# ---- block 1 ----
block_1/placement.png
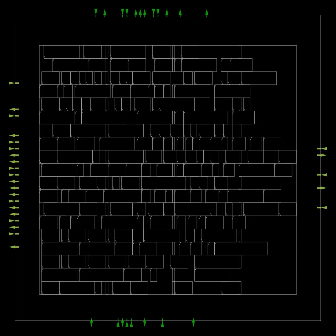

`config.mk`:
```
export PLATFORM = sky130hd
export DESIGN_NAME = reg_cmd_ctrl_flat
export DESIGN_NICKNAME = d
export VERILOG_FILES = /design/src/rtl/reg_cmd_ctrl_if.sv /design/src/rtl/reg_cmd_ctrl.sv /design/src/flat_wrapper.sv
export SDC_FILE = /design/constraint.sdc
export NUM_CORES = 1
export LEC_CHECK = 0
export CAP_MARGIN = 10
export CORE_MARGIN = 5
export CORE_UTILIZATION = 48
export CTS_BUF_LIST = sky130_fd_sc_hd__clkbuf_16
export CTS_CLUSTER_SIZE = 8
export DETAILED_ROUTE_END_ITERATION = 10
export PLACE_DENSITY = 0.89
export SYNTH_ARGS = -nofsm -noshare
export SYNTH_HDL_FRONTEND = slang
export SYNTH_SLANG_ARGS = --single-unit
```
`constraint.sdc`:
```
create_clock -name CLK -period 4.3 [get_ports CLK]
set_clock_uncertainty 0.2 [all_clocks]
set_input_delay 1.29 -clock CLK [delete_from_list [all_inputs] [get_ports CLK]]
set_output_delay 1.29 -clock CLK [all_outputs]
set_load 0.1 [all_outputs]
```
`src/rtl/reg_cmd_ctrl_if.sv`:
```
`default_nettype none
// ============================================================================
//  Module      : reg_cmd_ctrl_if
//  Description : Bundle between the UART-facing command controller and its
//                environment (UART receiver/transmitter and register file).
//  Revision    : 1.0 - initial release
// ============================================================================
interface reg_cmd_ctrl_if #(
    parameter int DATA_WIDTH = 8,
    parameter int ADDR_WIDTH = 4
);
    logic [DATA_WIDTH-1:0] RX_P_DATA;
    logic                  RX_D_VLD;
    logic [DATA_WIDTH-1:0] RdData;
    logic                  Rd_VLD;
    logic                  TX_BUSY;
    logic [ADDR_WIDTH-1:0] Address;
    logic                  WrEn;
    logic                  RdEn;
    logic [DATA_WIDTH-1:0] WrData;
    logic [DATA_WIDTH-1:0] TX_P_DATA;
    logic                  TX_D_VLD;
    logic                  CMD_ERR;

    // Controller side
    modport master (
        input  RX_P_DATA, RX_D_VLD, RdData, Rd_VLD, TX_BUSY,
        output Address, WrEn, RdEn, WrData, TX_P_DATA, TX_D_VLD, CMD_ERR
    );

    // Environment side (UART + register file)
    modport slave (
        output RX_P_DATA, RX_D_VLD, RdData, Rd_VLD, TX_BUSY,
        input  Address, WrEn, RdEn, WrData, TX_P_DATA, TX_D_VLD, CMD_ERR
    );
endinterface
`default_nettype wire

```
`src/rtl/reg_cmd_ctrl.sv`:
```
`default_nettype none
// ============================================================================
//  Module      : reg_cmd_ctrl
//  Description : Byte-oriented command decoder. Write frame: WR_CMD, addr,
//                data -> WrEn. Read frame: RD_CMD, addr -> RdEn, wait for
//                Rd_VLD (with timeout), forward RdData to the UART TX.
//                All outputs are registered.
//  Revision    : 1.0 - initial release
// ============================================================================
module reg_cmd_ctrl #(
    parameter int                    DATA_WIDTH = 8,
    parameter int                    ADDR_WIDTH = 4,
    parameter logic [DATA_WIDTH-1:0] WR_CMD     = 8'hAA,
    parameter logic [DATA_WIDTH-1:0] RD_CMD     = 8'hBB,
    parameter int                    RD_TIMEOUT = 4
) (
    input  logic          CLK,
    input  logic          RST,
    reg_cmd_ctrl_if.master bus
);

    typedef enum logic [2:0] {
        S_IDLE    = 3'd0,
        S_WR_ADDR = 3'd1,
        S_WR_DATA = 3'd2,
        S_WR_EXEC = 3'd3,
        S_RD_ADDR = 3'd4,
        S_RD_EXEC = 3'd5,
        S_RD_WAIT = 3'd6,
        S_TX_SEND = 3'd7
    } state_t;

    localparam int CNT_W = $clog2(RD_TIMEOUT + 1);

    // CMD_ERR is registered, so the timeout decision is taken one RD_WAIT
    // cycle early; the strobe then appears exactly RD_TIMEOUT cycles after
    // the RdEn cycle, and Rd_VLD is accepted in the RD_TIMEOUT-1 cycles
    // in between.
    localparam logic [CNT_W-1:0] c_TO_LAST = CNT_W'(RD_TIMEOUT - 2);

    state_t                r_state;
    logic [CNT_W-1:0]      r_rd_cnt;
    logic [ADDR_WIDTH-1:0] r_address;
    logic [DATA_WIDTH-1:0] r_wr_data;
    logic [DATA_WIDTH-1:0] r_tx_data;
    logic                  r_wr_en;
    logic                  r_rd_en;
    logic                  r_tx_vld;
    logic                  r_cmd_err;

    // Address byte is legal only if every bit above the address field is 0
    logic w_addr_hi_bad;
    assign w_addr_hi_bad = (bus.RX_P_DATA >> ADDR_WIDTH) != '0;

    // Frame sequencer: state, latched data and single-cycle strobes
    always_ff @(posedge CLK) begin
        if (!RST) begin
            r_state   <= S_IDLE;
            r_rd_cnt  <= '0;
            r_address <= '0;
            r_wr_data <= '0;
            r_tx_data <= '0;
            r_wr_en   <= 1'b0;
            r_rd_en   <= 1'b0;
            r_tx_vld  <= 1'b0;
            r_cmd_err <= 1'b0;
        end else begin
            // strobes default low so each one lasts a single cycle
            r_wr_en   <= 1'b0;
            r_rd_en   <= 1'b0;
            r_tx_vld  <= 1'b0;
            r_cmd_err <= 1'b0;

            case (r_state)
                S_IDLE: begin
                    if (bus.RX_D_VLD) begin
                        if (bus.RX_P_DATA == WR_CMD) begin
                            r_state <= S_WR_ADDR;
                        end else if (bus.RX_P_DATA == RD_CMD) begin
                            r_state <= S_RD_ADDR;
                        end else begin
                            r_cmd_err <= 1'b1;
                        end
                    end
                end

                S_WR_ADDR, S_RD_ADDR: begin
                    if (bus.RX_D_VLD) begin
                        if (w_addr_hi_bad) begin
                            r_cmd_err <= 1'b1;
                            r_state   <= S_IDLE;
                        end else begin
                            r_address <= bus.RX_P_DATA[ADDR_WIDTH-1:0];
                            if (r_state == S_WR_ADDR) begin
                                r_state <= S_WR_DATA;
                            end else begin
                                // RdEn raised here so it is high throughout RD_EXEC
                                r_rd_en <= 1'b1;
                                r_state <= S_RD_EXEC;
                            end
                        end
                    end
                end

                S_WR_DATA: begin
                    if (bus.RX_D_VLD) begin
                        r_wr_data <= bus.RX_P_DATA;
                        r_wr_en   <= 1'b1;
                        r_state   <= S_WR_EXEC;
                    end
                end

                S_WR_EXEC: begin
                    r_cmd_err <= bus.RX_D_VLD;
                    r_state   <= S_IDLE;
                end

                S_RD_EXEC: begin
                    r_cmd_err <= bus.RX_D_VLD;
                    r_rd_cnt  <= '0;
                    r_state   <= S_RD_WAIT;
                end

                S_RD_WAIT: begin
                    r_cmd_err <= bus.RX_D_VLD;
                    if (bus.Rd_VLD) begin
                        r_tx_data <= bus.RdData;
                        r_state   <= S_TX_SEND;
                    end else if (r_rd_cnt == c_TO_LAST) begin
                        r_cmd_err <= 1'b1;
                        r_state   <= S_IDLE;
                    end else begin
                        r_rd_cnt <= r_rd_cnt + 1'b1;
                    end
                end

                S_TX_SEND: begin
                    r_cmd_err <= bus.RX_D_VLD;
                    if (!bus.TX_BUSY) begin
                        r_tx_vld <= 1'b1;
                        r_state  <= S_IDLE;
                    end
                end

                default: begin
                    r_state <= S_IDLE;
                end
            endcase
        end
    end

    assign bus.Address   = r_address;
    assign bus.WrData    = r_wr_data;
    assign bus.TX_P_DATA = r_tx_data;
    assign bus.WrEn      = r_wr_en;
    assign bus.RdEn      = r_rd_en;
    assign bus.TX_D_VLD  = r_tx_vld;
    assign bus.CMD_ERR   = r_cmd_err;

endmodule
`default_nettype wire

```
`src/flat_wrapper.sv`:
```
// flat-port wrapper written by rule: the top's interface ports become plain ports
module reg_cmd_ctrl_flat 
#(
    parameter int                    DATA_WIDTH = 8,
    parameter int                    ADDR_WIDTH = 4,
    parameter logic [DATA_WIDTH-1:0] WR_CMD     = 8'hAA,
    parameter logic [DATA_WIDTH-1:0] RD_CMD     = 8'hBB,
    parameter int                    RD_TIMEOUT = 4
)
  (CLK, RST, bus_RX_P_DATA, bus_RX_D_VLD, bus_RdData, bus_Rd_VLD, bus_TX_BUSY, bus_Address, bus_WrEn, bus_RdEn, bus_WrData, bus_TX_P_DATA, bus_TX_D_VLD, bus_CMD_ERR);
  reg_cmd_ctrl_if #(.DATA_WIDTH(DATA_WIDTH), .ADDR_WIDTH(ADDR_WIDTH)) bus_i ();
  input  logic CLK;
  input  logic RST;
  input wire logic [$bits(bus_i.RX_P_DATA)-1:0] bus_RX_P_DATA;
  input wire logic [$bits(bus_i.RX_D_VLD)-1:0] bus_RX_D_VLD;
  input wire logic [$bits(bus_i.RdData)-1:0] bus_RdData;
  input wire logic [$bits(bus_i.Rd_VLD)-1:0] bus_Rd_VLD;
  input wire logic [$bits(bus_i.TX_BUSY)-1:0] bus_TX_BUSY;
  output wire logic [$bits(bus_i.Address)-1:0] bus_Address;
  output wire logic [$bits(bus_i.WrEn)-1:0] bus_WrEn;
  output wire logic [$bits(bus_i.RdEn)-1:0] bus_RdEn;
  output wire logic [$bits(bus_i.WrData)-1:0] bus_WrData;
  output wire logic [$bits(bus_i.TX_P_DATA)-1:0] bus_TX_P_DATA;
  output wire logic [$bits(bus_i.TX_D_VLD)-1:0] bus_TX_D_VLD;
  output wire logic [$bits(bus_i.CMD_ERR)-1:0] bus_CMD_ERR;
  assign bus_i.RX_P_DATA = bus_RX_P_DATA;
  assign bus_i.RX_D_VLD = bus_RX_D_VLD;
  assign bus_i.RdData = bus_RdData;
  assign bus_i.Rd_VLD = bus_Rd_VLD;
  assign bus_i.TX_BUSY = bus_TX_BUSY;
  assign bus_Address = bus_i.Address;
  assign bus_WrEn = bus_i.WrEn;
  assign bus_RdEn = bus_i.RdEn;
  assign bus_WrData = bus_i.WrData;
  assign bus_TX_P_DATA = bus_i.TX_P_DATA;
  assign bus_TX_D_VLD = bus_i.TX_D_VLD;
  assign bus_CMD_ERR = bus_i.CMD_ERR;
  reg_cmd_ctrl #(.DATA_WIDTH(DATA_WIDTH), .ADDR_WIDTH(ADDR_WIDTH), .WR_CMD(WR_CMD), .RD_CMD(RD_CMD), .RD_TIMEOUT(RD_TIMEOUT)) u_core (.CLK(CLK), .RST(RST), .bus(bus_i));
endmodule
```
# ---- block 2 ----
--- src/rtl/c7bbiu_rd_ret_pkg.sv ---
// ----------------------------------------------------------------------------
// c7bbiu_rd_ret_pkg
//   Shared AXI constants and state encoding for the c7bbiu read-return path.
//   - AXI_RID_*  : read IDs assigned to the IFU, LSU and ICU requesters
//   - AXI_RESP_* : AXI response encodings
//   - rdret_state_e : read-return FSM states
// ----------------------------------------------------------------------------
package c7bbiu_rd_ret_pkg;

    localparam logic [7:0] AXI_RID_IFU = 8'd0;
    localparam logic [7:0] AXI_RID_LSU = 8'd1;
    localparam logic [7:0] AXI_RID_ICU = 8'd2;

    localparam logic [1:0] AXI_RESP_OKAY   = 2'b00;
    localparam logic [1:0] AXI_RESP_EXOKAY = 2'b01;
    localparam logic [1:0] AXI_RESP_SLVERR = 2'b10;
    localparam logic [1:0] AXI_RESP_DECERR = 2'b11;

    typedef enum logic [1:0] {
        RDRET_IDLE = 2'd0,
        RDRET_WAIT = 2'd1,
        RDRET_DATA = 2'd2
    } rdret_state_e;

    // SLVERR and DECERR both have resp[1] set.
    function automatic logic resp_is_err(input logic [1:0] resp);
        return (resp == AXI_RESP_SLVERR) || (resp == AXI_RESP_DECERR);
    endfunction

endpackage

--- src/rtl/c7bbiu_rd_ret_dp.sv ---
// ----------------------------------------------------------------------------
// c7bbiu_rd_ret_dp
//   Output register stage of the read-return path. Every output is the
//   registered image of the beat accepted in the previous cycle.
//   Ports:
//     clk, rst_l          clock, synchronous active-low reset
//     acc_i               beat accepted this cycle
//     hit_ifu/lsu/icu_i   RID decode of the accepted beat
//     r_data_i/resp/last  beat payload
//     beat_i              low bits of the beat counter
//     *_o                 registered outputs (see top-level header)
// ----------------------------------------------------------------------------
module c7bbiu_rd_ret_dp
    import c7bbiu_rd_ret_pkg::*;
#(
    parameter int unsigned DATA_W = 64
) (
    input  logic              clk,
    input  logic              rst_l,
    input  logic              acc_i,
    input  logic              hit_ifu_i,
    input  logic              hit_lsu_i,
    input  logic              hit_icu_i,
    input  logic [DATA_W-1:0] r_data_i,
    input  logic [1:0]        r_resp_i,
    input  logic              r_last_i,
    input  logic [1:0]        beat_i,
    output logic              ifu_val_o,
    output logic              lsu_val_o,
    output logic              icu_val_o,
    output logic [DATA_W-1:0] rd_data_o,
    output logic [1:0]        icu_beat_o,
    output logic              icu_last_o,
    output logic              rd_err_o,
    output logic              rd_done_o
);

    always_ff @(posedge clk) begin
        if (!rst_l) begin
            ifu_val_o  <= 1'b0;
            lsu_val_o  <= 1'b0;
            icu_val_o  <= 1'b0;
            rd_data_o  <= '0;
            icu_beat_o <= '0;
            icu_last_o <= 1'b0;
            rd_err_o   <= 1'b0;
            rd_done_o  <= 1'b0;
        end else begin
            // Data holds the last beat; the sideband flops are pulses.
            if (acc_i) begin
                rd_data_o <= r_data_i;
            end
            ifu_val_o  <= acc_i & hit_ifu_i;
            lsu_val_o  <= acc_i & hit_lsu_i;
            icu_val_o  <= acc_i & hit_icu_i;
            icu_beat_o <= acc_i ? beat_i : 2'b00;
            icu_last_o <= acc_i & hit_icu_i & r_last_i;
            rd_err_o   <= acc_i & resp_is_err(r_resp_i);
            rd_done_o  <= acc_i & r_last_i;
        end
    end

endmodule

--- src/rtl/c7bbiu_rd_ret.sv ---
// ----------------------------------------------------------------------------
// c7bbiu_rd_ret
//   AXI read-data return stage. Tracks the single outstanding read issued by
//   the arbiter, accepts R beats and routes each one by RID to the IFU, LSU or
//   ICU with one registered cycle of latency.
//   Ports:
//     clk, resetn                  clock, synchronous active-low reset
//     arb_rd_val/id/len            read issued by the arbiter
//     ext_biu_r_*                  AXI R channel in, biu_ext_r_ready out
//     biu_ifu/lsu_rd_val, biu_icu_val   per-requester beat valid pulses
//     biu_rd_data                  registered beat data
//     biu_icu_beat, biu_icu_last   ICU burst beat index / final beat
//     biu_rd_err                   SLVERR/DECERR on the delivered beat
//     biu_rd_done                  last beat delivered
//   Optional: define C7BBIU_RD_RET_CHK_EN to add biu_rd_proto_err, a sticky
//   protocol-violation flag (RID mismatch, early/missing last, issue while busy).
// ----------------------------------------------------------------------------
module c7bbiu_rd_ret
    import c7bbiu_rd_ret_pkg::*;
#(
    parameter int unsigned DATA_W = 64,
    parameter int unsigned ID_W   = 4
) (
    input  logic              clk,
    input  logic              resetn,
    input  logic              arb_rd_val,
    input  logic [ID_W-1:0]   arb_rd_id,
    input  logic [7:0]        arb_rd_len,
    input  logic              ext_biu_r_valid,
    input  logic [ID_W-1:0]   ext_biu_r_id,
    input  logic [DATA_W-1:0] ext_biu_r_data,
    input  logic [1:0]        ext_biu_r_resp,
    input  logic              ext_biu_r_last,
    output logic              biu_ext_r_ready,
    output logic              biu_ifu_rd_val,
    output logic              biu_lsu_rd_val,
    output logic              biu_icu_val,
    output logic [DATA_W-1:0] biu_rd_data,
    output logic [1:0]        biu_icu_beat,
    output logic              biu_icu_last,
    output logic              biu_rd_err,
    output logic              biu_rd_done
`ifdef C7BBIU_RD_RET_CHK_EN
   ,output logic              biu_rd_proto_err
`endif
);

    rdret_state_e state_q;
    logic [7:0]   beat_cnt_q;
    logic         acc;
    logic         hit_ifu, hit_lsu, hit_icu;

    // Ready is a registered FSM output: high exactly in WAIT and DATA.
    assign acc = ext_biu_r_valid & biu_ext_r_ready;

    assign hit_ifu = (ext_biu_r_id == ID_W'(AXI_RID_IFU));
    assign hit_lsu = (ext_biu_r_id == ID_W'(AXI_RID_LSU));
    assign hit_icu = (ext_biu_r_id == ID_W'(AXI_RID_ICU));

    always_ff @(posedge clk) begin
        if (!resetn) begin
            state_q         <= RDRET_IDLE;
            biu_ext_r_ready <= 1'b0;
            beat_cnt_q      <= '0;
        end else begin
            case (state_q)
                RDRET_IDLE: begin
                    if (arb_rd_val) begin
                        state_q         <= RDRET_WAIT;
                        biu_ext_r_ready <= 1'b1;
                        beat_cnt_q      <= '0;
                    end
                end
                RDRET_WAIT, RDRET_DATA: begin
                    if (acc) begin
                        if (ext_biu_r_last) begin
                            state_q         <= RDRET_IDLE;
                            biu_ext_r_ready <= 1'b0;
                            beat_cnt_q      <= '0;
                        end else begin
                            state_q    <= RDRET_DATA;
                            beat_cnt_q <= beat_cnt_q + 8'd1;
                        end
                    end
                end
                default: begin
                    state_q         <= RDRET_IDLE;
                    biu_ext_r_ready <= 1'b0;
                end
            endcase
        end
    end

`ifdef C7BBIU_RD_RET_CHK_EN
    // The captured ID/len only feed the checker, so they exist in this build only.
    logic [ID_W-1:0] out_id_q;
    logic [7:0]      out_len_q;
    logic            proto_set;

    always_comb begin
        proto_set = 1'b0;
        if (acc) begin
            proto_set = (ext_biu_r_id != out_id_q)
                      | ( ext_biu_r_last & (beat_cnt_q != out_len_q))
                      | (!ext_biu_r_last & (beat_cnt_q == out_len_q));
        end
        if (arb_rd_val && (state_q != RDRET_IDLE)) begin
            proto_set = 1'b1;
        end
    end

    always_ff @(posedge clk) begin
        if (!resetn) begin
            out_id_q         <= '0;
            out_len_q        <= '0;
            biu_rd_proto_err <= 1'b0;
        end else begin
            if ((state_q == RDRET_IDLE) && arb_rd_val) begin
                out_id_q  <= arb_rd_id;
                out_len_q <= arb_rd_len;
            end
            biu_rd_proto_err <= biu_rd_proto_err | proto_set;
        end
    end
`endif

    c7bbiu_rd_ret_dp #(
        .DATA_W (DATA_W)
    ) u_dp (
        .clk        (clk),
        .rst_l      (resetn),
        .acc_i      (acc),
        .hit_ifu_i  (hit_ifu),
        .hit_lsu_i  (hit_lsu),
        .hit_icu_i  (hit_icu),
        .r_data_i   (ext_biu_r_data),
        .r_resp_i   (ext_biu_r_resp),
        .r_last_i   (ext_biu_r_last),
        .beat_i     (beat_cnt_q[1:0]),
        .ifu_val_o  (biu_ifu_rd_val),
        .lsu_val_o  (biu_lsu_rd_val),
        .icu_val_o  (biu_icu_val),
        .rd_data_o  (biu_rd_data),
        .icu_beat_o (biu_icu_beat),
        .icu_last_o (biu_icu_last),
        .rd_err_o   (biu_rd_err),
        .rd_done_o  (biu_rd_done)
    );

`ifndef C7BBIU_RD_RET_CHK_EN
    // arb_rd_id/arb_rd_len are only consumed by the checker build.
    logic unused_arb;
    assign unused_arb = ^{arb_rd_id, arb_rd_len};
`endif

endmodule
--- config.mk ---
export PLATFORM = sky130hd
export DESIGN_NAME = c7bbiu_rd_ret
export DESIGN_NICKNAME = d
export VERILOG_FILES = /design/src/rtl/c7bbiu_rd_ret_pkg.sv /design/src/rtl/c7bbiu_rd_ret_dp.sv /design/src/rtl/c7bbiu_rd_ret.sv
export SDC_FILE = /design/constraint.sdc
export NUM_CORES = 1
export LEC_CHECK = 0
export ABC_AREA = 0
export CAP_MARGIN = 10
export CORE_ASPECT_RATIO = 0.9
export CORE_MARGIN = 2
export CORE_UTILIZATION = 32
export CTS_CLUSTER_SIZE = 30
export DETAILED_ROUTE_END_ITERATION = 10
export HOLD_SLACK_MARGIN = 0.06
export PLACE_DENSITY = 0.73
export RECOVER_POWER = 50
export SLEW_MARGIN = 5
export SYNTH_ARGS = -nofsm -noshare
export SYNTH_HDL_FRONTEND = slang
export SYNTH_SLANG_ARGS = --single-unit
--- constraint.sdc ---
create_clock -name clk -period 4.3 [get_ports clk]
set_input_delay 0.645 -clock clk [delete_from_list [all_inputs] [get_ports clk]]
set_output_delay 0.645 -clock clk [all_outputs]
set_load 0.05 [all_outputs]
block_1/layer_met2.png
Drawn at 6 px/um.
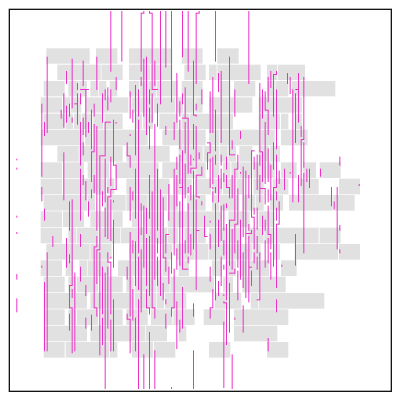
share of all routed wire	50%
main direction	vertical
nets with wire on the layer	203
Vias: 1,345
WL final: 3.635 mm

Notes on block_1/placement.png above:
Final Util: 71.73%
Cell Count, Final, Fillers Out: 234

==> impl_metrics.ini, block 1 <==
; implementation run metrics
[layout]
ff_count = 30
logic_area_um2 = 706.9
comb_cells = 115
nonClockBufferCount = 45
signal_buffer_area_fraction_pct = 22.64
seq_area_share_pct = 30.36
seqCellArea_um2 = 600.6
comb_share_pct = 35.74

[pwr]
pwr-share-clk_pct = 55.1
power.internal_uw = 569.9
vdd_drop_max_mv = 0.4482
power_leader = the clock network

[job]
warning_count = 28

[routing]
wl_met2_mm = 1.820
drc = 0
vias_per_cell = 5.748

[yosys]
ys_seq_elements = 30
ys_sh_simple_pct = 23.11
adder_share_pct = 1.826
post_synth_inst_count = 157
yosys_most_used_dff = dfxtp_1
synth_cell_types = 40
syn_area_per_cell_um2 = 8.727
top_cell = dfxtp_1
area_leaders = dfxtp_1, mux2i_1, nand2_1

[die]
die_area_um2 = 4023
die_w_um = 63.43
fp.dieH_um = 63.43
pin_count = 45
fp_util_pct = 49.68

[setup_path]
worstRegToRegCells = 5
r2r_start = u_core.r_state[2]
reg2reg_setup_slack_ns = 2.28
criticalPathCategory = reg2out

[sta]
tns_ns = 0
report.final.slew_viol_count = 0

[place]
place.gp.congestion = 0.8742

[clock_tree]
h-tree-depth = 2
clock-sinks = 30

[global_routing]
grt_busiest_layer = met2
grt_pass1_vias = 1309

[outcome]
status = completed
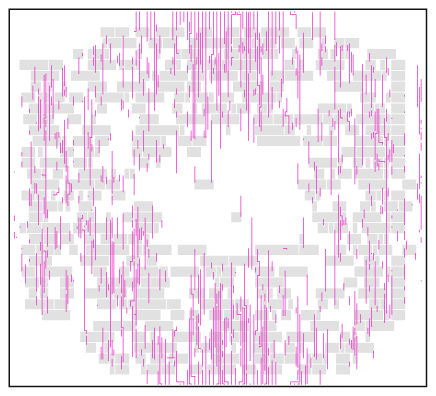
block_2/layer_met2.png
Drawn at 4 px/um.
main direction	vertical
nets with wire on the layer	446
longest straight run	43.9 um
wire length on this layer	3,340 um
share of all routed wire	47%

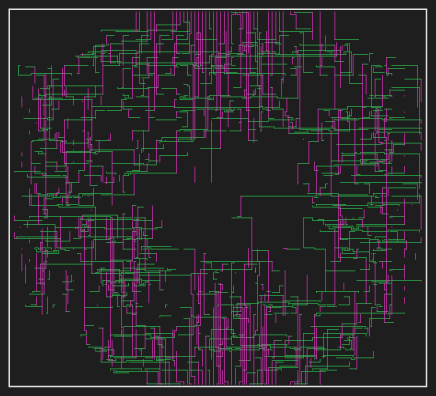
block_2/wires.png
Drawn at 4 px/um. Two of the layers only.
layer	colour	wire length
metal 2	magenta	3,340 um
metal 1	green	3,110 um

==> impl_metrics.ini, block 2 <==
; implementation run metrics
[global_routing]
grtUsageTotal_pct = 14.58
grt_max_degree = 77

[outcome]
violations = capacitance limit, slew limit
status = finished with violations

[sta]
fin_crit_sh_pct = 67.00
report.final.slew_viol_count = 35

[pwr]
leakage_uw = 0.001752

[die]
nWellTaps = 119
fp.dieH_um = 93.97

[clock_tree]
root_buffer = clkbuf_8

[routing]
vias_per_cell = 4.466

[setup_path]
worstRegToRegCells = 4
rr_endpoint = u_dp.rd_data_o[52]
r2r_start = biu_ext_r_ready

[job]
maxCapViolCount = 1

==> notes/layouts.md <==
Pictures saved along the way, in no particular order.

A small window of the routed layout.
shot_01.png
Region (32, 27) to (72, 67) um. Cells in grey, sequential cells in the stronger grey; small squares are vias.
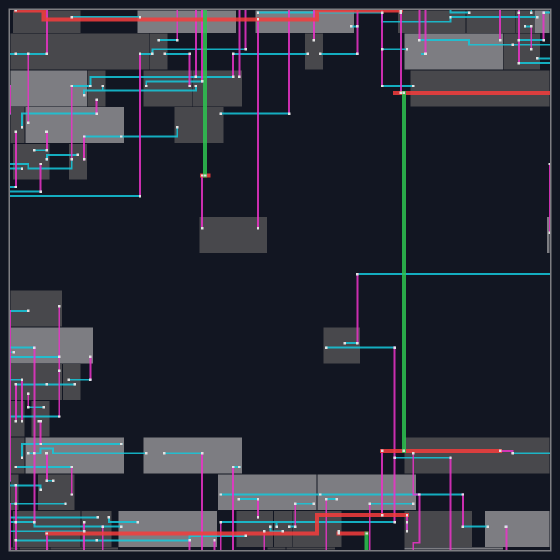
shot_02.png
Region (12, 12) to (52, 52) um. Cells in grey, sequential cells in the stronger grey; small squares are vias.
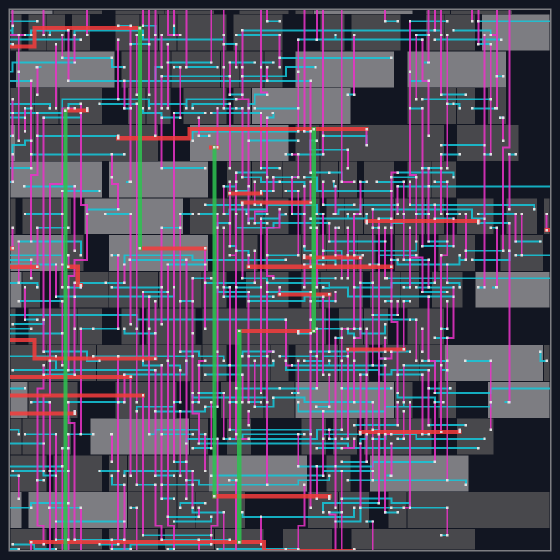
block 1: shot_02.png
block 2: shot_01.png

Key to shot_01.png:
layer	colour
metal 1	cyan
metal 4	green
metal 2	magenta
metal 3	red
sequential cells in the window	12
most frequent	dfxtp_1 (12), nand2_1 (6)
cells with their middle in the window	43
netlist names of flops here include	u_dp.rd_data_o (9), state_q (2)


# ---- block 3 ----
## src/rtl/hazard_stall_ctrl_if.sv

```systemverilog
// Pipeline-side bundle for the hazard/stall controller: hazard inputs in,
// latch enables, flushes and status out.
interface hazard_stall_ctrl_if #(
  parameter int REG_ADDR_W = 5,
  parameter int CNT_W      = 16
);
  logic                  i_ID_EX_mem_read;
  logic [REG_ADDR_W-1:0] i_ID_EX_rt;
  logic [REG_ADDR_W-1:0] i_IF_ID_rs;
  logic [REG_ADDR_W-1:0] i_IF_ID_rt;
  logic                  i_branch_taken;
  logic                  i_halt_id;
  logic                  i_debug_mode;
  logic                  i_step;
  logic                  o_stage_en;
  logic                  o_write_pc;
  logic                  o_write_IF_ID;
  logic                  o_flush_IF_ID;
  logic                  o_flush_ID_EX;
  logic                  o_halted;
  logic [CNT_W-1:0]      o_stall_cnt;

  modport master (
    output i_ID_EX_mem_read, i_ID_EX_rt, i_IF_ID_rs, i_IF_ID_rt,
           i_branch_taken, i_halt_id, i_debug_mode, i_step,
    input  o_stage_en, o_write_pc, o_write_IF_ID, o_flush_IF_ID,
           o_flush_ID_EX, o_halted, o_stall_cnt
  );

  modport slave (
    input  i_ID_EX_mem_read, i_ID_EX_rt, i_IF_ID_rs, i_IF_ID_rt,
           i_branch_taken, i_halt_id, i_debug_mode, i_step,
    output o_stage_en, o_write_pc, o_write_IF_ID, o_flush_IF_ID,
           o_flush_ID_EX, o_halted, o_stall_cnt
  );
endinterface

```

## src/rtl/hazard_stall_ctrl.sv

```systemverilog
// Load-use stall / branch flush control with single-step debug and a
// HALT drain sequence for a 5-stage pipeline.
module hazard_stall_ctrl #(
  parameter int REG_ADDR_W   = 5,
  parameter int DRAIN_CYCLES = 4,
  parameter int CNT_W        = 16
) (
  input logic            clk,
  input logic            rst,
  hazard_stall_ctrl_if.slave bus
);
  localparam int DW = (DRAIN_CYCLES > 1) ? $clog2(DRAIN_CYCLES) : 1;
  localparam logic [DW-1:0] DRAIN_LOAD = DW'(DRAIN_CYCLES - 1);

  typedef enum logic [2:0] {RUN, STEP_WAIT, STEP_EXEC, DRAIN, HALTED} state_t;

  state_t           state_reg;
  logic [DW-1:0]    drain_cnt_reg;
  logic [CNT_W-1:0] stall_cnt_reg;
  logic             halted_reg;

  logic lu;
  logic active;
  logic stall;
  logic stage_en;
  logic write_pc;
  logic flush_if_id;
  logic flush_id_ex;

  assign lu = bus.i_ID_EX_mem_read && (bus.i_ID_EX_rt != '0) &&
              ((bus.i_ID_EX_rt == bus.i_IF_ID_rs) || (bus.i_ID_EX_rt == bus.i_IF_ID_rt));
  assign active = (state_reg == RUN) || (state_reg == STEP_EXEC);
  assign stall  = active && lu;

  // Reset also gates the outputs, since the held state is RUN while rst is high.
  always_comb begin
    stage_en    = 1'b0;
    write_pc    = 1'b0;
    flush_if_id = 1'b0;
    flush_id_ex = 1'b0;
    if (!rst) begin
      case (state_reg)
        RUN, STEP_EXEC: begin
          stage_en    = 1'b1;
          write_pc    = !lu;
          flush_id_ex = lu;
          flush_if_id = !lu && bus.i_branch_taken;
        end
        DRAIN: begin
          stage_en    = 1'b1;
          flush_id_ex = 1'b1;
        end
        default: ;
      endcase
    end
  end

  always_ff @(posedge clk or posedge rst) begin
    if (rst) begin
      state_reg     <= RUN;
      drain_cnt_reg <= '0;
      stall_cnt_reg <= '0;
      halted_reg    <= 1'b0;
    end else begin
      if (stall && (stall_cnt_reg != '1))
        stall_cnt_reg <= stall_cnt_reg + CNT_W'(1);
      case (state_reg)
        RUN: begin
          if (bus.i_halt_id) begin
            state_reg     <= DRAIN;
            drain_cnt_reg <= DRAIN_LOAD;
          end else if (bus.i_debug_mode) begin
            state_reg <= STEP_WAIT;
          end
        end
        STEP_WAIT: begin
          if (bus.i_step)
            state_reg <= STEP_EXEC;
          else if (!bus.i_debug_mode)
            state_reg <= RUN;
        end
        STEP_EXEC: begin
          if (bus.i_halt_id) begin
            state_reg     <= DRAIN;
            drain_cnt_reg <= DRAIN_LOAD;
          end else if (bus.i_debug_mode) begin
            state_reg <= STEP_WAIT;
          end else begin
            state_reg <= RUN;
          end
        end
        DRAIN: begin
          if (drain_cnt_reg == '0) begin
            state_reg  <= HALTED;
            halted_reg <= 1'b1;
          end else begin
            drain_cnt_reg <= drain_cnt_reg - DW'(1);
          end
        end
        HALTED: ;
        default: state_reg <= RUN;
      endcase
    end
  end

  assign bus.o_stage_en    = stage_en;
  assign bus.o_write_pc    = write_pc;
  assign bus.o_write_IF_ID = write_pc;
  assign bus.o_flush_IF_ID = flush_if_id;
  assign bus.o_flush_ID_EX = flush_id_ex;
  assign bus.o_halted      = halted_reg;
  assign bus.o_stall_cnt   = stall_cnt_reg;
endmodule

```

## src/flat_wrapper.sv

```systemverilog
// flat-port wrapper written by rule: the top's interface ports become plain ports
module hazard_stall_ctrl_flat 
#(
  parameter int REG_ADDR_W   = 5,
  parameter int DRAIN_CYCLES = 4,
  parameter int CNT_W        = 16
)
  (clk, rst, bus_i_ID_EX_mem_read, bus_i_ID_EX_rt, bus_i_IF_ID_rs, bus_i_IF_ID_rt, bus_i_branch_taken, bus_i_halt_id, bus_i_debug_mode, bus_i_step, bus_o_stage_en, bus_o_write_pc, bus_o_write_IF_ID, bus_o_flush_IF_ID, bus_o_flush_ID_EX, bus_o_halted, bus_o_stall_cnt);
  hazard_stall_ctrl_if #(.REG_ADDR_W(REG_ADDR_W), .CNT_W(CNT_W)) bus_i ();
  input logic clk;
  input logic rst;
  input wire logic [$bits(bus_i.i_ID_EX_mem_read)-1:0] bus_i_ID_EX_mem_read;
  input wire logic [$bits(bus_i.i_ID_EX_rt)-1:0] bus_i_ID_EX_rt;
  input wire logic [$bits(bus_i.i_IF_ID_rs)-1:0] bus_i_IF_ID_rs;
  input wire logic [$bits(bus_i.i_IF_ID_rt)-1:0] bus_i_IF_ID_rt;
  input wire logic [$bits(bus_i.i_branch_taken)-1:0] bus_i_branch_taken;
  input wire logic [$bits(bus_i.i_halt_id)-1:0] bus_i_halt_id;
  input wire logic [$bits(bus_i.i_debug_mode)-1:0] bus_i_debug_mode;
  input wire logic [$bits(bus_i.i_step)-1:0] bus_i_step;
  output wire logic [$bits(bus_i.o_stage_en)-1:0] bus_o_stage_en;
  output wire logic [$bits(bus_i.o_write_pc)-1:0] bus_o_write_pc;
  output wire logic [$bits(bus_i.o_write_IF_ID)-1:0] bus_o_write_IF_ID;
  output wire logic [$bits(bus_i.o_flush_IF_ID)-1:0] bus_o_flush_IF_ID;
  output wire logic [$bits(bus_i.o_flush_ID_EX)-1:0] bus_o_flush_ID_EX;
  output wire logic [$bits(bus_i.o_halted)-1:0] bus_o_halted;
  output wire logic [$bits(bus_i.o_stall_cnt)-1:0] bus_o_stall_cnt;
  assign bus_i.i_ID_EX_mem_read = bus_i_ID_EX_mem_read;
  assign bus_i.i_ID_EX_rt = bus_i_ID_EX_rt;
  assign bus_i.i_IF_ID_rs = bus_i_IF_ID_rs;
  assign bus_i.i_IF_ID_rt = bus_i_IF_ID_rt;
  assign bus_i.i_branch_taken = bus_i_branch_taken;
  assign bus_i.i_halt_id = bus_i_halt_id;
  assign bus_i.i_debug_mode = bus_i_debug_mode;
  assign bus_i.i_step = bus_i_step;
  assign bus_o_stage_en = bus_i.o_stage_en;
  assign bus_o_write_pc = bus_i.o_write_pc;
  assign bus_o_write_IF_ID = bus_i.o_write_IF_ID;
  assign bus_o_flush_IF_ID = bus_i.o_flush_IF_ID;
  assign bus_o_flush_ID_EX = bus_i.o_flush_ID_EX;
  assign bus_o_halted = bus_i.o_halted;
  assign bus_o_stall_cnt = bus_i.o_stall_cnt;
  hazard_stall_ctrl #(.REG_ADDR_W(REG_ADDR_W), .DRAIN_CYCLES(DRAIN_CYCLES), .CNT_W(CNT_W)) u_core (.clk(clk), .rst(rst), .bus(bus_i));
endmodule
```

## config.mk

```make
export PLATFORM = sky130hd
export DESIGN_NAME = hazard_stall_ctrl_flat
export DESIGN_NICKNAME = d
export VERILOG_FILES = /design/src/rtl/hazard_stall_ctrl_if.sv /design/src/rtl/hazard_stall_ctrl.sv /design/src/flat_wrapper.sv
export SDC_FILE = /design/constraint.sdc
export NUM_CORES = 1
export LEC_CHECK = 0
export CAP_MARGIN = 10
export CORE_UTILIZATION = 45
export CTS_CLUSTER_DIAMETER = 80
export DETAILED_ROUTE_END_ITERATION = 8
export GPL_TIMING_DRIVEN = 0
export PLACE_DENSITY = 0.83
export SYNTH_ARGS = -nofsm -noshare
export SYNTH_HDL_FRONTEND = slang
export SYNTH_SLANG_ARGS = --single-unit
```

## constraint.sdc

```tcl
create_clock -name clk -period 2.1 [get_ports clk]
set_input_delay 0.315 -clock clk [delete_from_list [all_inputs] [get_ports clk]]
set_output_delay 0.315 -clock clk [all_outputs]
set_load 0.01 [all_outputs]
```

# ---- block 4 ----
<file path="src/rtl/sdram_arbiter_if.sv">
// Avalon-MM single-beat command bus shared by the arbiter's upstream ports and
// its downstream SDRAM port. "master" drives commands, "slave" answers them.
interface sdram_arbiter_if #(
    parameter int ADDR_W = 29,
    parameter int DATA_W = 64
);
    logic [ADDR_W-1:0]   address;
    logic                read;
    logic                write;
    logic [DATA_W-1:0]   writedata;
    logic [DATA_W/8-1:0] byteenable;
    logic                waitrequest;
    logic [DATA_W-1:0]   readdata;
    logic                readdatavalid;

    modport master (
        output address, read, write, writedata, byteenable,
        input  waitrequest, readdata, readdatavalid
    );

    modport slave (
        input  address, read, write, writedata, byteenable,
        output waitrequest, readdata, readdatavalid
    );
endinterface

</file>
<file path="src/rtl/sdram_arbiter.sv">
// Two-port Avalon-MM arbiter in front of the 64-bit DDR3 SDRAM port.
// Port 0 is the scanout reader, port 1 the raster/fill master. One single-beat
// command is granted at a time and held stable under waitrequest; read beats
// are routed back to the issuing port through an in-order ID FIFO.
// Optional feature: define SDRAM_ARB_ROUND_ROBIN_EN to break ties round-robin
// instead of always favouring port 0.
module sdram_arbiter #(
    parameter int ADDR_W      = 29,
    parameter int DATA_W      = 64,
    parameter int MAX_PENDING = 8
) (
    input  logic            systemClock,
    input  logic            reset,
    sdram_arbiter_if.slave  m0,
    sdram_arbiter_if.slave  m1,
    sdram_arbiter_if.master sdram,
    output logic [7:0]      burstcount,
    output logic            err_orphan
);

    localparam int BE_W  = DATA_W / 8;
    localparam int PTR_W = $clog2(MAX_PENDING);
    localparam int CNT_W = PTR_W + 1;

    typedef enum logic [1:0] {
        IDLE   = 2'b00,
        GRANT0 = 2'b01,
        GRANT1 = 2'b10
    } state_t;

    // One port's command after decoding read+write collisions into a write.
    typedef struct packed {
        logic [ADDR_W-1:0] address;
        logic              rd;
        logic              wr;
        logic [DATA_W-1:0] writedata;
        logic [BE_W-1:0]   byteenable;
    } cmd_t;

    state_t           state_q, state_d;
    logic [CNT_W-1:0] count_q, count_d;
    logic [PTR_W-1:0] wr_ptr_q, wr_ptr_d;
    logic [PTR_W-1:0] rd_ptr_q, rd_ptr_d;
    logic             err_orphan_q, err_orphan_d;
    logic             id_mem_q [MAX_PENDING];
`ifdef SDRAM_ARB_ROUND_ROBIN_EN
    logic             last_grant_q, last_grant_d;
`endif

    cmd_t cmd0, cmd1, cmd_sel;
    logic fifo_full, fifo_empty;
    logic elig0, elig1;
    logic in_grant, gnt_port, gnt_req;
    logic accept, push, pop, orphan;
    logic head_id;

    // Decode both upstream commands and the FIFO/handshake events of this cycle.
    always_comb begin
        cmd0.address    = m0.address;
        cmd0.rd         = m0.read & ~m0.write;
        cmd0.wr         = m0.write;
        cmd0.writedata  = m0.writedata;
        cmd0.byteenable = m0.byteenable;

        cmd1.address    = m1.address;
        cmd1.rd         = m1.read & ~m1.write;
        cmd1.wr         = m1.write;
        cmd1.writedata  = m1.writedata;
        cmd1.byteenable = m1.byteenable;

        fifo_full  = (count_q == CNT_W'(MAX_PENDING));
        fifo_empty = (count_q == '0);

        // A read may only start if its returning beat has a FIFO slot.
        elig0 = cmd0.wr | (cmd0.rd & ~fifo_full);
        elig1 = cmd1.wr | (cmd1.rd & ~fifo_full);

        in_grant = (state_q == GRANT0) || (state_q == GRANT1);
        gnt_port = (state_q == GRANT1);
        cmd_sel  = gnt_port ? cmd1 : cmd0;
        gnt_req  = cmd_sel.rd | cmd_sel.wr;

        accept = in_grant & gnt_req & ~sdram.waitrequest;
        push   = accept & cmd_sel.rd;
        pop    = sdram.readdatavalid & ~fifo_empty;
        orphan = sdram.readdatavalid & fifo_empty;

        head_id = id_mem_q[rd_ptr_q];
    end

    // Route the granted port's command downstream and its stall back upstream.
    always_comb begin
        // NOTE: every output of a combinational block gets a default first so no
        // path through the case leaves it unassigned and infers a latch.
        sdram.address     = '0;
        sdram.read        = 1'b0;
        sdram.write       = 1'b0;
        sdram.writedata   = '0;
        sdram.byteenable  = '0;
        m0.waitrequest    = 1'b1;
        m1.waitrequest    = 1'b1;
        if (in_grant) begin
            sdram.address    = cmd_sel.address;
            sdram.read       = cmd_sel.rd;
            sdram.write      = cmd_sel.wr;
            sdram.writedata  = cmd_sel.writedata;
            sdram.byteenable = cmd_sel.byteenable;
            if (gnt_port) begin
                m1.waitrequest = sdram.waitrequest;
            end else begin
                m0.waitrequest = sdram.waitrequest;
            end
        end
    end

    // Steer each returning beat to the port whose ID sits at the FIFO head.
    always_comb begin
        m0.readdata      = sdram.readdata;
        m1.readdata      = sdram.readdata;
        m0.readdatavalid = pop & ~head_id;
        m1.readdatavalid = pop &  head_id;
    end

    // Arbitration, FIFO bookkeeping and orphan-beat detection.
    always_comb begin
        state_d      = state_q;
        count_d      = count_q;
        wr_ptr_d     = wr_ptr_q;
        rd_ptr_d     = rd_ptr_q;
        err_orphan_d = err_orphan_q | orphan;
`ifdef SDRAM_ARB_ROUND_ROBIN_EN
        last_grant_d = accept ? gnt_port : last_grant_q;
`endif

        unique case (state_q)
            IDLE: begin
                if (elig0 && elig1) begin
`ifdef SDRAM_ARB_ROUND_ROBIN_EN
                    state_d = last_grant_q ? GRANT0 : GRANT1;
`else
                    state_d = GRANT0;
`endif
                end else if (elig0) begin
                    state_d = GRANT0;
                end else if (elig1) begin
                    state_d = GRANT1;
                end
            end
            // Leave on acceptance, or when the master abandons its request.
            GRANT0, GRANT1: begin
                if (!gnt_req || !sdram.waitrequest) begin
                    state_d = IDLE;
                end
            end
            default: state_d = IDLE;
        endcase

        if (push) begin
            wr_ptr_d = wr_ptr_q + PTR_W'(1);
        end
        if (pop) begin
            rd_ptr_d = rd_ptr_q + PTR_W'(1);
        end
        unique case ({push, pop})
            2'b10:   count_d = count_q + CNT_W'(1);
            2'b01:   count_d = count_q - CNT_W'(1);
            default: count_d = count_q;
        endcase
    end

    // Control state registers; reset also flushes the ID FIFO.
    always_ff @(posedge systemClock or posedge reset) begin
        // NOTE: sequential state uses non-blocking assignments so every flop
        // samples the pre-edge values regardless of statement order.
        if (reset) begin
            state_q      <= IDLE;
            count_q      <= '0;
            wr_ptr_q     <= '0;
            rd_ptr_q     <= '0;
            err_orphan_q <= 1'b0;
`ifdef SDRAM_ARB_ROUND_ROBIN_EN
            last_grant_q <= 1'b1;
`endif
        end else begin
            state_q      <= state_d;
            count_q      <= count_d;
            wr_ptr_q     <= wr_ptr_d;
            rd_ptr_q     <= rd_ptr_d;
            err_orphan_q <= err_orphan_d;
`ifdef SDRAM_ARB_ROUND_ROBIN_EN
            last_grant_q <= last_grant_d;
`endif
        end
    end

    // ID storage: records which port issued each outstanding read.
    always_ff @(posedge systemClock) begin
        // NOTE: the ID array is not reset; entries are only read between a push
        // and its pop, and the reset pointers/count already mark it empty.
        if (push) begin
            id_mem_q[wr_ptr_q] <= gnt_port;
        end
    end

    assign burstcount = 8'h01;
    assign err_orphan = err_orphan_q;

endmodule

</file>
<file path="src/flat_wrapper.sv">
// flat-port wrapper written by rule: the top's interface ports become plain ports
module sdram_arbiter_flat 
#(
    parameter int ADDR_W      = 29,
    parameter int DATA_W      = 64,
    parameter int MAX_PENDING = 8
)
  (systemClock, reset, burstcount, err_orphan, m0_address, m0_read, m0_write, m0_writedata, m0_byteenable, m0_waitrequest, m0_readdata, m0_readdatavalid, m1_address, m1_read, m1_write, m1_writedata, m1_byteenable, m1_waitrequest, m1_readdata, m1_readdatavalid, sdram_address, sdram_read, sdram_write, sdram_writedata, sdram_byteenable, sdram_waitrequest, sdram_readdata, sdram_readdatavalid);
  sdram_arbiter_if #(.ADDR_W(ADDR_W), .DATA_W(DATA_W)) m0_i ();
  sdram_arbiter_if #(.ADDR_W(ADDR_W), .DATA_W(DATA_W)) m1_i ();
  sdram_arbiter_if #(.ADDR_W(ADDR_W), .DATA_W(DATA_W)) sdram_i ();
  input  logic systemClock;
  input  logic reset;
  output logic [7:0] burstcount;
  output logic err_orphan;
  input wire logic [$bits(m0_i.address)-1:0] m0_address;
  input wire logic [$bits(m0_i.read)-1:0] m0_read;
  input wire logic [$bits(m0_i.write)-1:0] m0_write;
  input wire logic [$bits(m0_i.writedata)-1:0] m0_writedata;
  input wire logic [$bits(m0_i.byteenable)-1:0] m0_byteenable;
  output wire logic [$bits(m0_i.waitrequest)-1:0] m0_waitrequest;
  output wire logic [$bits(m0_i.readdata)-1:0] m0_readdata;
  output wire logic [$bits(m0_i.readdatavalid)-1:0] m0_readdatavalid;
  input wire logic [$bits(m1_i.address)-1:0] m1_address;
  input wire logic [$bits(m1_i.read)-1:0] m1_read;
  input wire logic [$bits(m1_i.write)-1:0] m1_write;
  input wire logic [$bits(m1_i.writedata)-1:0] m1_writedata;
  input wire logic [$bits(m1_i.byteenable)-1:0] m1_byteenable;
  output wire logic [$bits(m1_i.waitrequest)-1:0] m1_waitrequest;
  output wire logic [$bits(m1_i.readdata)-1:0] m1_readdata;
  output wire logic [$bits(m1_i.readdatavalid)-1:0] m1_readdatavalid;
  output wire logic [$bits(sdram_i.address)-1:0] sdram_address;
  output wire logic [$bits(sdram_i.read)-1:0] sdram_read;
  output wire logic [$bits(sdram_i.write)-1:0] sdram_write;
  output wire logic [$bits(sdram_i.writedata)-1:0] sdram_writedata;
  output wire logic [$bits(sdram_i.byteenable)-1:0] sdram_byteenable;
  input wire logic [$bits(sdram_i.waitrequest)-1:0] sdram_waitrequest;
  input wire logic [$bits(sdram_i.readdata)-1:0] sdram_readdata;
  input wire logic [$bits(sdram_i.readdatavalid)-1:0] sdram_readdatavalid;
  assign m0_i.address = m0_address;
  assign m0_i.read = m0_read;
  assign m0_i.write = m0_write;
  assign m0_i.writedata = m0_writedata;
  assign m0_i.byteenable = m0_byteenable;
  assign m0_waitrequest = m0_i.waitrequest;
  assign m0_readdata = m0_i.readdata;
  assign m0_readdatavalid = m0_i.readdatavalid;
  assign m1_i.address = m1_address;
  assign m1_i.read = m1_read;
  assign m1_i.write = m1_write;
  assign m1_i.writedata = m1_writedata;
  assign m1_i.byteenable = m1_byteenable;
  assign m1_waitrequest = m1_i.waitrequest;
  assign m1_readdata = m1_i.readdata;
  assign m1_readdatavalid = m1_i.readdatavalid;
  assign sdram_address = sdram_i.address;
  assign sdram_read = sdram_i.read;
  assign sdram_write = sdram_i.write;
  assign sdram_writedata = sdram_i.writedata;
  assign sdram_byteenable = sdram_i.byteenable;
  assign sdram_i.waitrequest = sdram_waitrequest;
  assign sdram_i.readdata = sdram_readdata;
  assign sdram_i.readdatavalid = sdram_readdatavalid;
  sdram_arbiter #(.ADDR_W(ADDR_W), .DATA_W(DATA_W), .MAX_PENDING(MAX_PENDING)) u_core (.systemClock(systemClock), .reset(reset), .m0(m0_i), .m1(m1_i), .sdram(sdram_i), .burstcount(burstcount), .err_orphan(err_orphan));
endmodule
</file>
<file path="config.mk">
export PLATFORM = sky130hd
export DESIGN_NAME = sdram_arbiter_flat
export DESIGN_NICKNAME = d
export VERILOG_FILES = /design/src/rtl/sdram_arbiter_if.sv /design/src/rtl/sdram_arbiter.sv /design/src/flat_wrapper.sv
export SDC_FILE = /design/constraint.sdc
export NUM_CORES = 1
export LEC_CHECK = 0
export CAP_MARGIN = 20
export CORE_AREA = 2 2 199 201
export DETAILED_ROUTE_END_ITERATION = 7
export DIE_AREA = 0 0 201 203
export SLEW_MARGIN = 20
export SYNTH_ARGS = -nofsm -noshare
export SYNTH_HDL_FRONTEND = slang
export SYNTH_SLANG_ARGS = --single-unit
</file>
<file path="constraint.sdc">
create_clock -name systemClock -period 5.4 [get_ports systemClock]
set_input_delay 0.54 -clock systemClock [delete_from_list [all_inputs] [get_ports systemClock]]
set_output_delay 0.54 -clock systemClock [all_outputs]
set_load 0.01 [all_outputs]
</file>
# ---- block 5 ----
--- config.mk ---
export PLATFORM = sky130hd
export DESIGN_NAME = stac_master_flat
export DESIGN_NICKNAME = d
export VERILOG_FILES = /design/src/rtl/stac_master_if.sv /design/src/rtl/stac_master.sv /design/src/flat_wrapper.sv
export SDC_FILE = /design/constraint.sdc
export NUM_CORES = 1
export LEC_CHECK = 0
export CAP_MARGIN = 5
export CORE_UTILIZATION = 55
export CTS_CLUSTER_DIAMETER = 200
export DETAILED_ROUTE_END_ITERATION = 16
export PLACE_DENSITY = 0.84
export SLEW_MARGIN = 20
export SYNTH_ARGS = -nofsm -noshare
export SYNTH_HDL_FRONTEND = slang
export SYNTH_SLANG_ARGS = --single-unit
--- constraint.sdc ---
create_clock -name TCLK -period 7.5 [get_ports TCLK]
set_input_delay 1.125 -clock TCLK [delete_from_list [all_inputs] [get_ports TCLK]]
set_output_delay 1.125 -clock TCLK [all_outputs]
set_load 0.005 [all_outputs]
--- src/rtl/stac_master_if.sv ---
`default_nettype none
// ============================================================================
// Module      : stac_master_if
// Description : Command/response and serial pin bundle of the STAC host master.
// Revision    : 1.0 - initial release
// ============================================================================
interface stac_master_if #(
    parameter int MAXLEN = 33,
    parameter int LW     = 6
);
    logic              start;
    logic [1:0]        op;
    logic [LW-1:0]     len;
    logic [MAXLEN-1:0] din;
    logic              busy;
    logic              done;
    logic              err;
    logic [MAXLEN-1:0] dout;
    logic              TMS;
    logic              WSI;
    logic              WSO;

    modport master (
        input  start, op, len, din, WSO,
        output busy, done, err, dout, TMS, WSI
    );

    modport slave (
        output start, op, len, din, WSO,
        input  busy, done, err, dout, TMS, WSI
    );
endinterface
`default_nettype wire

--- src/rtl/stac_master.sv ---
`default_nettype none
// ============================================================================
// Module      : stac_master
// Description : Generates TMS/WSI symbol streams for IR/DR scans and TAP
//               resets on the STAC wrapper port and captures WSO.
// Revision    : 1.0 - initial release
// ============================================================================
module stac_master #(
    parameter int MAXLEN = 33,
    parameter int LW     = 6
) (
    input  logic          TCLK,
    input  logic          TRESET,
    stac_master_if.master bus
);

    localparam logic [3:0] c_RST_SEQ = 4'd0;
    localparam logic [3:0] c_IDLE    = 4'd1;
    localparam logic [3:0] c_SEL_DR  = 4'd2;
    localparam logic [3:0] c_SEL_IR  = 4'd3;
    localparam logic [3:0] c_CAPTURE = 4'd4;
    localparam logic [3:0] c_SHIFT   = 4'd5;
    localparam logic [3:0] c_EXIT1   = 4'd6;
    localparam logic [3:0] c_UPDATE  = 4'd7;
    localparam logic [3:0] c_RETURN  = 4'd8;

    localparam logic [1:0]    c_OP_DR    = 2'b00;
    localparam logic [1:0]    c_OP_IR    = 2'b01;
    localparam logic [1:0]    c_OP_RST   = 2'b10;
    localparam logic [LW-1:0] c_ONE      = LW'(1);
    localparam logic [LW-1:0] c_RST_LAST = LW'(4);
    localparam logic [LW-1:0] c_MAXLEN   = LW'(MAXLEN);

    // r_state names the symbol currently on TMS/WSI, not the wrapper's TAP state
    logic [3:0]        r_state;
    logic [LW-1:0]     r_cnt;
    logic [1:0]        r_op;
    logic [LW-1:0]     r_len;
    logic [MAXLEN-1:0] r_din;
    logic [MAXLEN-1:0] r_shadow;
    logic [MAXLEN-1:0] r_dout;
    logic              r_auto;
    logic              r_busy;
    logic              r_done;
    logic              r_err;
    logic              r_tms;
    logic              r_wsi;

    logic [3:0]        w_nxt_state;
    logic [LW-1:0]     w_nxt_cnt;
    logic              w_accept;
    logic              w_reject;
    logic              w_complete;
    logic              w_cmd_ok;
    logic              w_last_bit;
    logic              w_tms;
    logic              w_wsi;

    assign w_cmd_ok   = (bus.op == c_OP_RST) ||
                        (((bus.op == c_OP_DR) || (bus.op == c_OP_IR)) &&
                         (bus.len != '0) && (bus.len <= c_MAXLEN));
    assign w_last_bit = (r_cnt == (r_len - c_ONE));

    // State register; TMS/WSI are registered decodes of the upcoming state
    always_ff @(posedge TCLK) begin
        if (TRESET) begin
            r_state  <= c_RST_SEQ;
            r_cnt    <= '0;
            r_auto   <= 1'b1;
            r_busy   <= 1'b1;
            r_done   <= 1'b0;
            r_err    <= 1'b0;
            r_dout   <= '0;
            r_shadow <= '0;
            r_tms    <= 1'b1;
            r_wsi    <= 1'b0;
        end else begin
            r_state <= w_nxt_state;
            r_cnt   <= w_nxt_cnt;
            r_busy  <= (w_nxt_state != c_IDLE);
            r_done  <= w_complete && !r_auto;
            r_err   <= w_reject;
            r_tms   <= w_tms;
            r_wsi   <= w_wsi;
            if (w_accept) begin
                r_auto   <= 1'b0;
                r_shadow <= '0;
            end
            if (r_state == c_SHIFT) begin
                r_shadow[r_cnt] <= bus.WSO;
            end
            if (w_complete && (r_state == c_UPDATE)) begin
                r_dout <= r_shadow;
            end
        end
    end

    always_ff @(posedge TCLK) begin
        if (w_accept) begin
            r_op  <= bus.op;
            r_len <= bus.len;
            r_din <= bus.din;
        end
    end

    always_comb begin
        w_nxt_state = r_state;
        w_nxt_cnt   = r_cnt;
        w_accept    = 1'b0;
        w_reject    = 1'b0;
        w_complete  = 1'b0;
        case (r_state)
            c_RST_SEQ: begin
                if (r_cnt == c_RST_LAST) begin
                    w_nxt_state = c_RETURN;
                    w_nxt_cnt   = '0;
                end else begin
                    w_nxt_cnt = r_cnt + c_ONE;
                end
            end
            c_IDLE: begin
                if (bus.start) begin
                    if (w_cmd_ok) begin
                        w_accept    = 1'b1;
                        w_nxt_cnt   = '0;
                        w_nxt_state = (bus.op == c_OP_RST) ? c_RST_SEQ : c_SEL_DR;
                    end else begin
                        w_reject = 1'b1;
                    end
                end
            end
            c_SEL_DR: begin
                w_nxt_cnt   = '0;
                w_nxt_state = (r_op == c_OP_IR) ? c_SEL_IR : c_CAPTURE;
            end
            c_SEL_IR: begin
                w_nxt_cnt   = '0;
                w_nxt_state = c_CAPTURE;
            end
            // Two TMS=0 symbols walk the wrapper through Capture into Shift
            c_CAPTURE: begin
                if (r_cnt == c_ONE) begin
                    w_nxt_state = c_SHIFT;
                    w_nxt_cnt   = '0;
                end else begin
                    w_nxt_cnt = r_cnt + c_ONE;
                end
            end
            c_SHIFT: begin
                if (w_last_bit) begin
                    w_nxt_state = c_EXIT1;
                    w_nxt_cnt   = '0;
                end else begin
                    w_nxt_cnt = r_cnt + c_ONE;
                end
            end
            c_EXIT1: w_nxt_state = c_UPDATE;
            c_UPDATE, c_RETURN: begin
                w_nxt_state = c_IDLE;
                w_complete  = 1'b1;
            end
            default: w_nxt_state = c_IDLE;
        endcase
    end

    always_comb begin
        w_tms = 1'b0;
        w_wsi = 1'b0;
        case (w_nxt_state)
            c_RST_SEQ, c_SEL_DR, c_SEL_IR, c_EXIT1: w_tms = 1'b1;
            c_SHIFT: begin
                w_tms = (w_nxt_cnt == (r_len - c_ONE));
                w_wsi = r_din[w_nxt_cnt];
            end
            default: begin
                w_tms = 1'b0;
                w_wsi = 1'b0;
            end
        endcase
    end

    assign bus.busy = r_busy;
    assign bus.done = r_done;
    assign bus.err  = r_err;
    assign bus.dout = r_dout;
    assign bus.TMS  = r_tms;
    assign bus.WSI  = r_wsi;

endmodule
`default_nettype wire

--- src/flat_wrapper.sv ---
// flat-port wrapper written by rule: the top's interface ports become plain ports
module stac_master_flat 
#(
    parameter int MAXLEN = 33,
    parameter int LW     = 6
)
  (TCLK, TRESET, bus_start, bus_op, bus_len, bus_din, bus_WSO, bus_busy, bus_done, bus_err, bus_dout, bus_TMS, bus_WSI);
  stac_master_if #(.MAXLEN(MAXLEN), .LW(LW)) bus_i ();
  input  logic TCLK;
  input  logic TRESET;
  input wire logic [$bits(bus_i.start)-1:0] bus_start;
  input wire logic [$bits(bus_i.op)-1:0] bus_op;
  input wire logic [$bits(bus_i.len)-1:0] bus_len;
  input wire logic [$bits(bus_i.din)-1:0] bus_din;
  input wire logic [$bits(bus_i.WSO)-1:0] bus_WSO;
  output wire logic [$bits(bus_i.busy)-1:0] bus_busy;
  output wire logic [$bits(bus_i.done)-1:0] bus_done;
  output wire logic [$bits(bus_i.err)-1:0] bus_err;
  output wire logic [$bits(bus_i.dout)-1:0] bus_dout;
  output wire logic [$bits(bus_i.TMS)-1:0] bus_TMS;
  output wire logic [$bits(bus_i.WSI)-1:0] bus_WSI;
  assign bus_i.start = bus_start;
  assign bus_i.op = bus_op;
  assign bus_i.len = bus_len;
  assign bus_i.din = bus_din;
  assign bus_i.WSO = bus_WSO;
  assign bus_busy = bus_i.busy;
  assign bus_done = bus_i.done;
  assign bus_err = bus_i.err;
  assign bus_dout = bus_i.dout;
  assign bus_TMS = bus_i.TMS;
  assign bus_WSI = bus_i.WSI;
  stac_master #(.MAXLEN(MAXLEN), .LW(LW)) u_core (.TCLK(TCLK), .TRESET(TRESET), .bus(bus_i));
endmodule
block_4/wires.png
Drawn at 2 px/um. Two of the layers only.
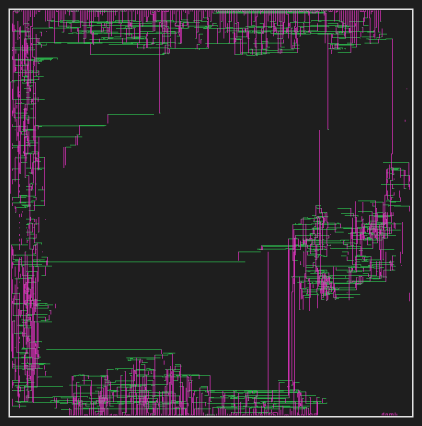
layer	colour	wire length
metal 2	magenta	6,910 um
metal 1	green	5,680 um

==> impl_metrics.ini, block 4 <==
; implementation run metrics
[clock_tree]
clock-sinks = 21
post_cts_buffers = 0
cts_buffer_depth = 2

[setup_path]
r2r_start = u_core.state_q[1]
cp.arrival_ns = 3.48

[layout]
layout-drive-gt1-share_pct = 2.813
antenna_cells = 0
fin_util_pct = 17.90
final_cell_count_no_fill = 1158

[sta]
rsz0062_at_grt = no
setup_ws_ns = 2.084
tightest_slew_ns = 0.9390

[routing]
vias_per_cell = 3.192

[yosys]
adder_share_pct = 2.167
synth_cell_types = 51
yosys-stat-area_um2 = 4041

[outcome]
status = completed

[pwr]
power.internal_uw = 1597
seq-power_uw = 301

[global_routing]
grt_first_pass_wirelength_mm = 21.18
use_met1_pct = 7.643

[die]
fp.dieH_um = 203
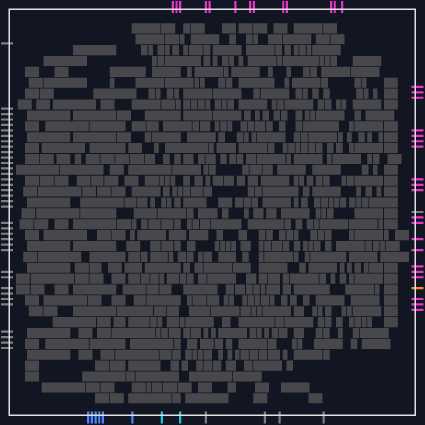
block_5/io_placement.png
Drawn at 4 px/um. Pins as bars across the die edge, other pins in grey.
port	colour	pins	direction	edge
bus_busy	orange	1	output	right
bus_len	blue	6	input	bottom
bus_op	cyan	2	input	bottom
bus_dout	magenta	33	output	20 right, 13 top
Die Ht: 101.2 um
overall die width: 101.2 um
I/O Buffers: 82

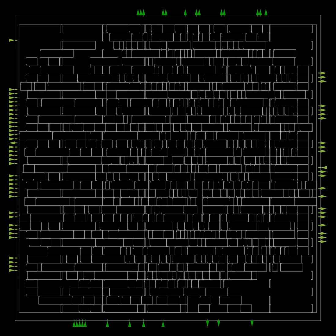
block_5/placement.png
num tapcells: 129
fraction of area in registers: 41.78%
flip-flop and latch count: 123
Cell Count, Final, Fillers Out: 781
core area: 9371 um2

==> impl_metrics.ini, block 5 <==
; implementation run metrics
[outcome]
status = completed

[pwr]
power_frac_comb_pct = 9.8
p_switching_uw = 398.4
p_sw_share_pct = 23.98
finalPower_uw = 1661
p_clk_uw = 790

[layout]
inv_count = 10
stdcell_area_um2 = 6877
fin_nets = 688
seqCellArea_um2 = 2873
largest_class = flip-flops and latches
layout-drive-gt1-share_pct = 8.896
comb_cells = 399

[yosys]
synth-compound-area-share_pct = 11.01
synth.top_cells.by_count = nand2_1, dfxtp_1, a21oi_1, nand3_1, edfxtp_1
yosys_warnings = 0
synthMuxAreaShare_pct = 5.923
yosys_most_used_dff = dfxtp_1
synth_cell_types = 51
area_leaders = dfxtp_1, edfxtp_1, nand2_1

[routing]
drt_first_pass_iters = 5
drt_iter0_markers = 256
ant_nets = 0

[setup_path]
path_max_fanout = 11
worst_path_most_repeated_cell = mux2i_1
cp_top_family = AND-OR/OR-AND gates
crit_slowest_cell = a21oi_2

[sta]
max_freq_mhz = 255.5
max_slew_margin_pct = 21.85
worst_clock_skew_ns = 0.009227
fin_crit_sh_pct = 52.18

[place]
place_ws_ns = 2.754
place.gp.congestion = 0.8990

[clock_tree]
clock-sinks = 123

[global_routing]
overflow = 0
grt_use_met3_pct = 6.004
grt_first_pass_wirelength_mm = 19.74
use_met1_pct = 29.37
grtUsageTotal_pct = 24.89

[worst_hold_path]
min_to = u_core.bus.done

[job]
maxCapViolCount = 0

[die]
pin_count = 83
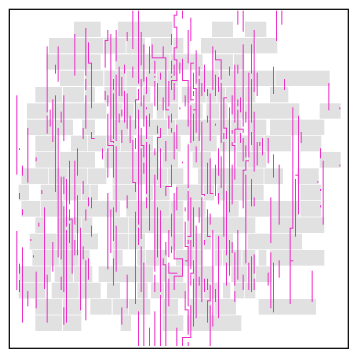
block_3/layer_met2.png
Drawn at 6 px/um.
share of all routed wire	51%
wire length on this layer	1,620 um
main direction	vertical

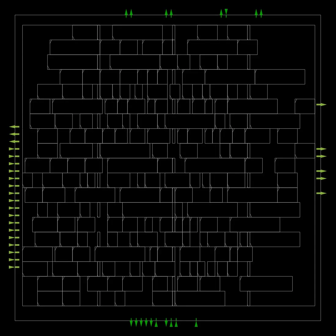
block_3/placement.png
fraction of area in registers: 28.64%
row cnt: 19
FILL cells: 223

==> impl_metrics.ini, block 3 <==
; implementation run metrics
[setup_path]
cp_top_family = simple AND/OR/NAND/NOR gates
max_stage_delay_ns = 0.54
r2r_start = u_core.bus.o_stall_cnt[0]
path_max_fanout = 3

[global_routing]
use_met1_pct = 27.10
overflow = 0
grt_use_met3_pct = 2.765
grtUsageTotal_pct = 21.35
grt_busiest_layer = met2

[worst_hold_path]
min_path_cells = 1
hold_start = u_core.bus.o_halted

[outcome]
status = completed

[pwr]
vdd_drop_max_mv = 0.6044
p_sw_share_pct = 35.01

[sta]
tightest_slew_ns = 0.8383
fin_hold_ws_ns = 0.4945

[yosys]
yosysTopAreaCellShare_pct = 41.55
edf_count = 0

[layout]
comb_share_pct = 39.03
largest_reg_flops = 16

[routing]
top_layer = met4
drt_iter0_markers = 30
ant_nets = 0

[place]
place_ws_ns = -0.9190


==> notes/layouts.md <==
Pictures saved along the way, in no particular order.

Signal wires by layer.
Plate I
Drawn at 6 px/um. Two of the layers only.
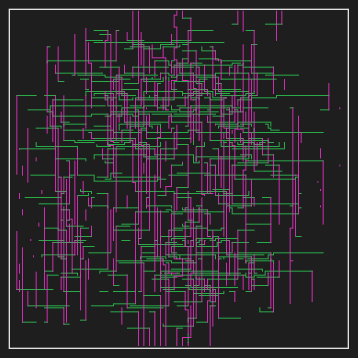
Plate II
Drawn at 6 px/um. Two of the layers only.
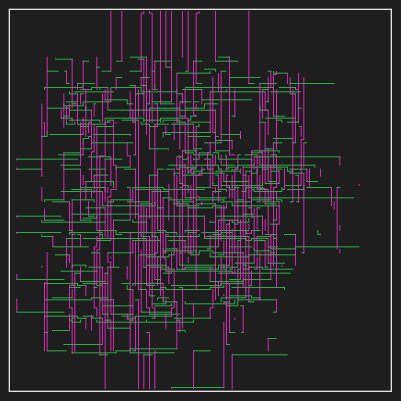
Plate III
Drawn at 4 px/um. Two of the layers only.
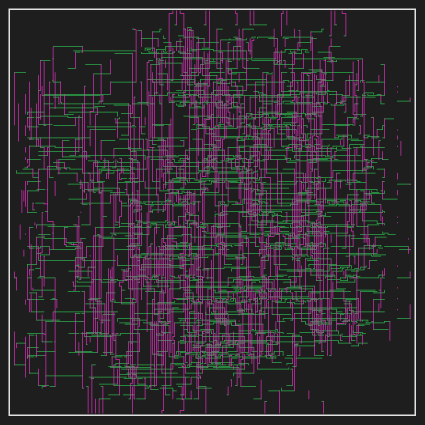
Plate I -> block 3
Plate II -> block 1
Plate III -> block 5


==> gallery <==
Ports around the boundary.
image #1
Drawn at 8 px/um. Pins as bars across the die edge, other pins in grey.
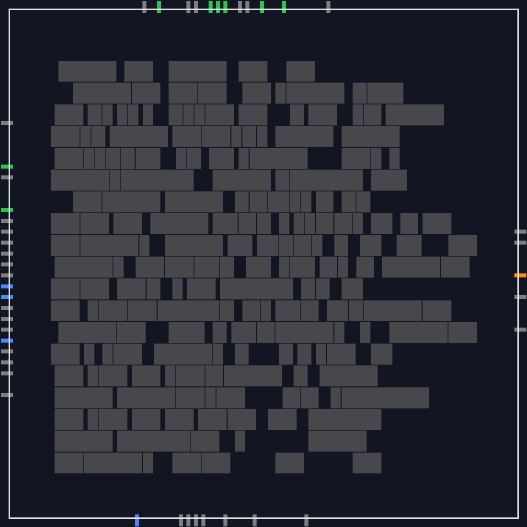
image #2
Drawn at 2 px/um. Pins as bars across the die edge, other pins in grey.
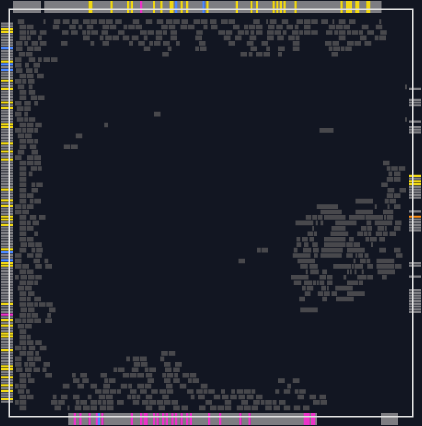
image #3
Drawn at 4 px/um. Pins as bars across the die edge, other pins in grey.
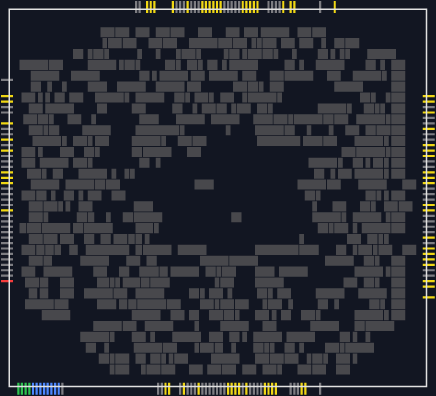
image #4
Drawn at 8 px/um. Pins as bars across the die edge, other pins in grey.
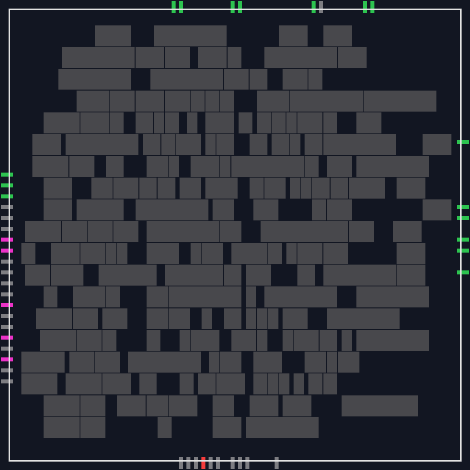
Block 2 is image #3.
Block 1 is image #1.
Block 3 is image #4.
Block 4 is image #2.
Of these, most pins: image #2
Of these, smallest die: image #4

Power is estimated from default activity; no workload was simulated.
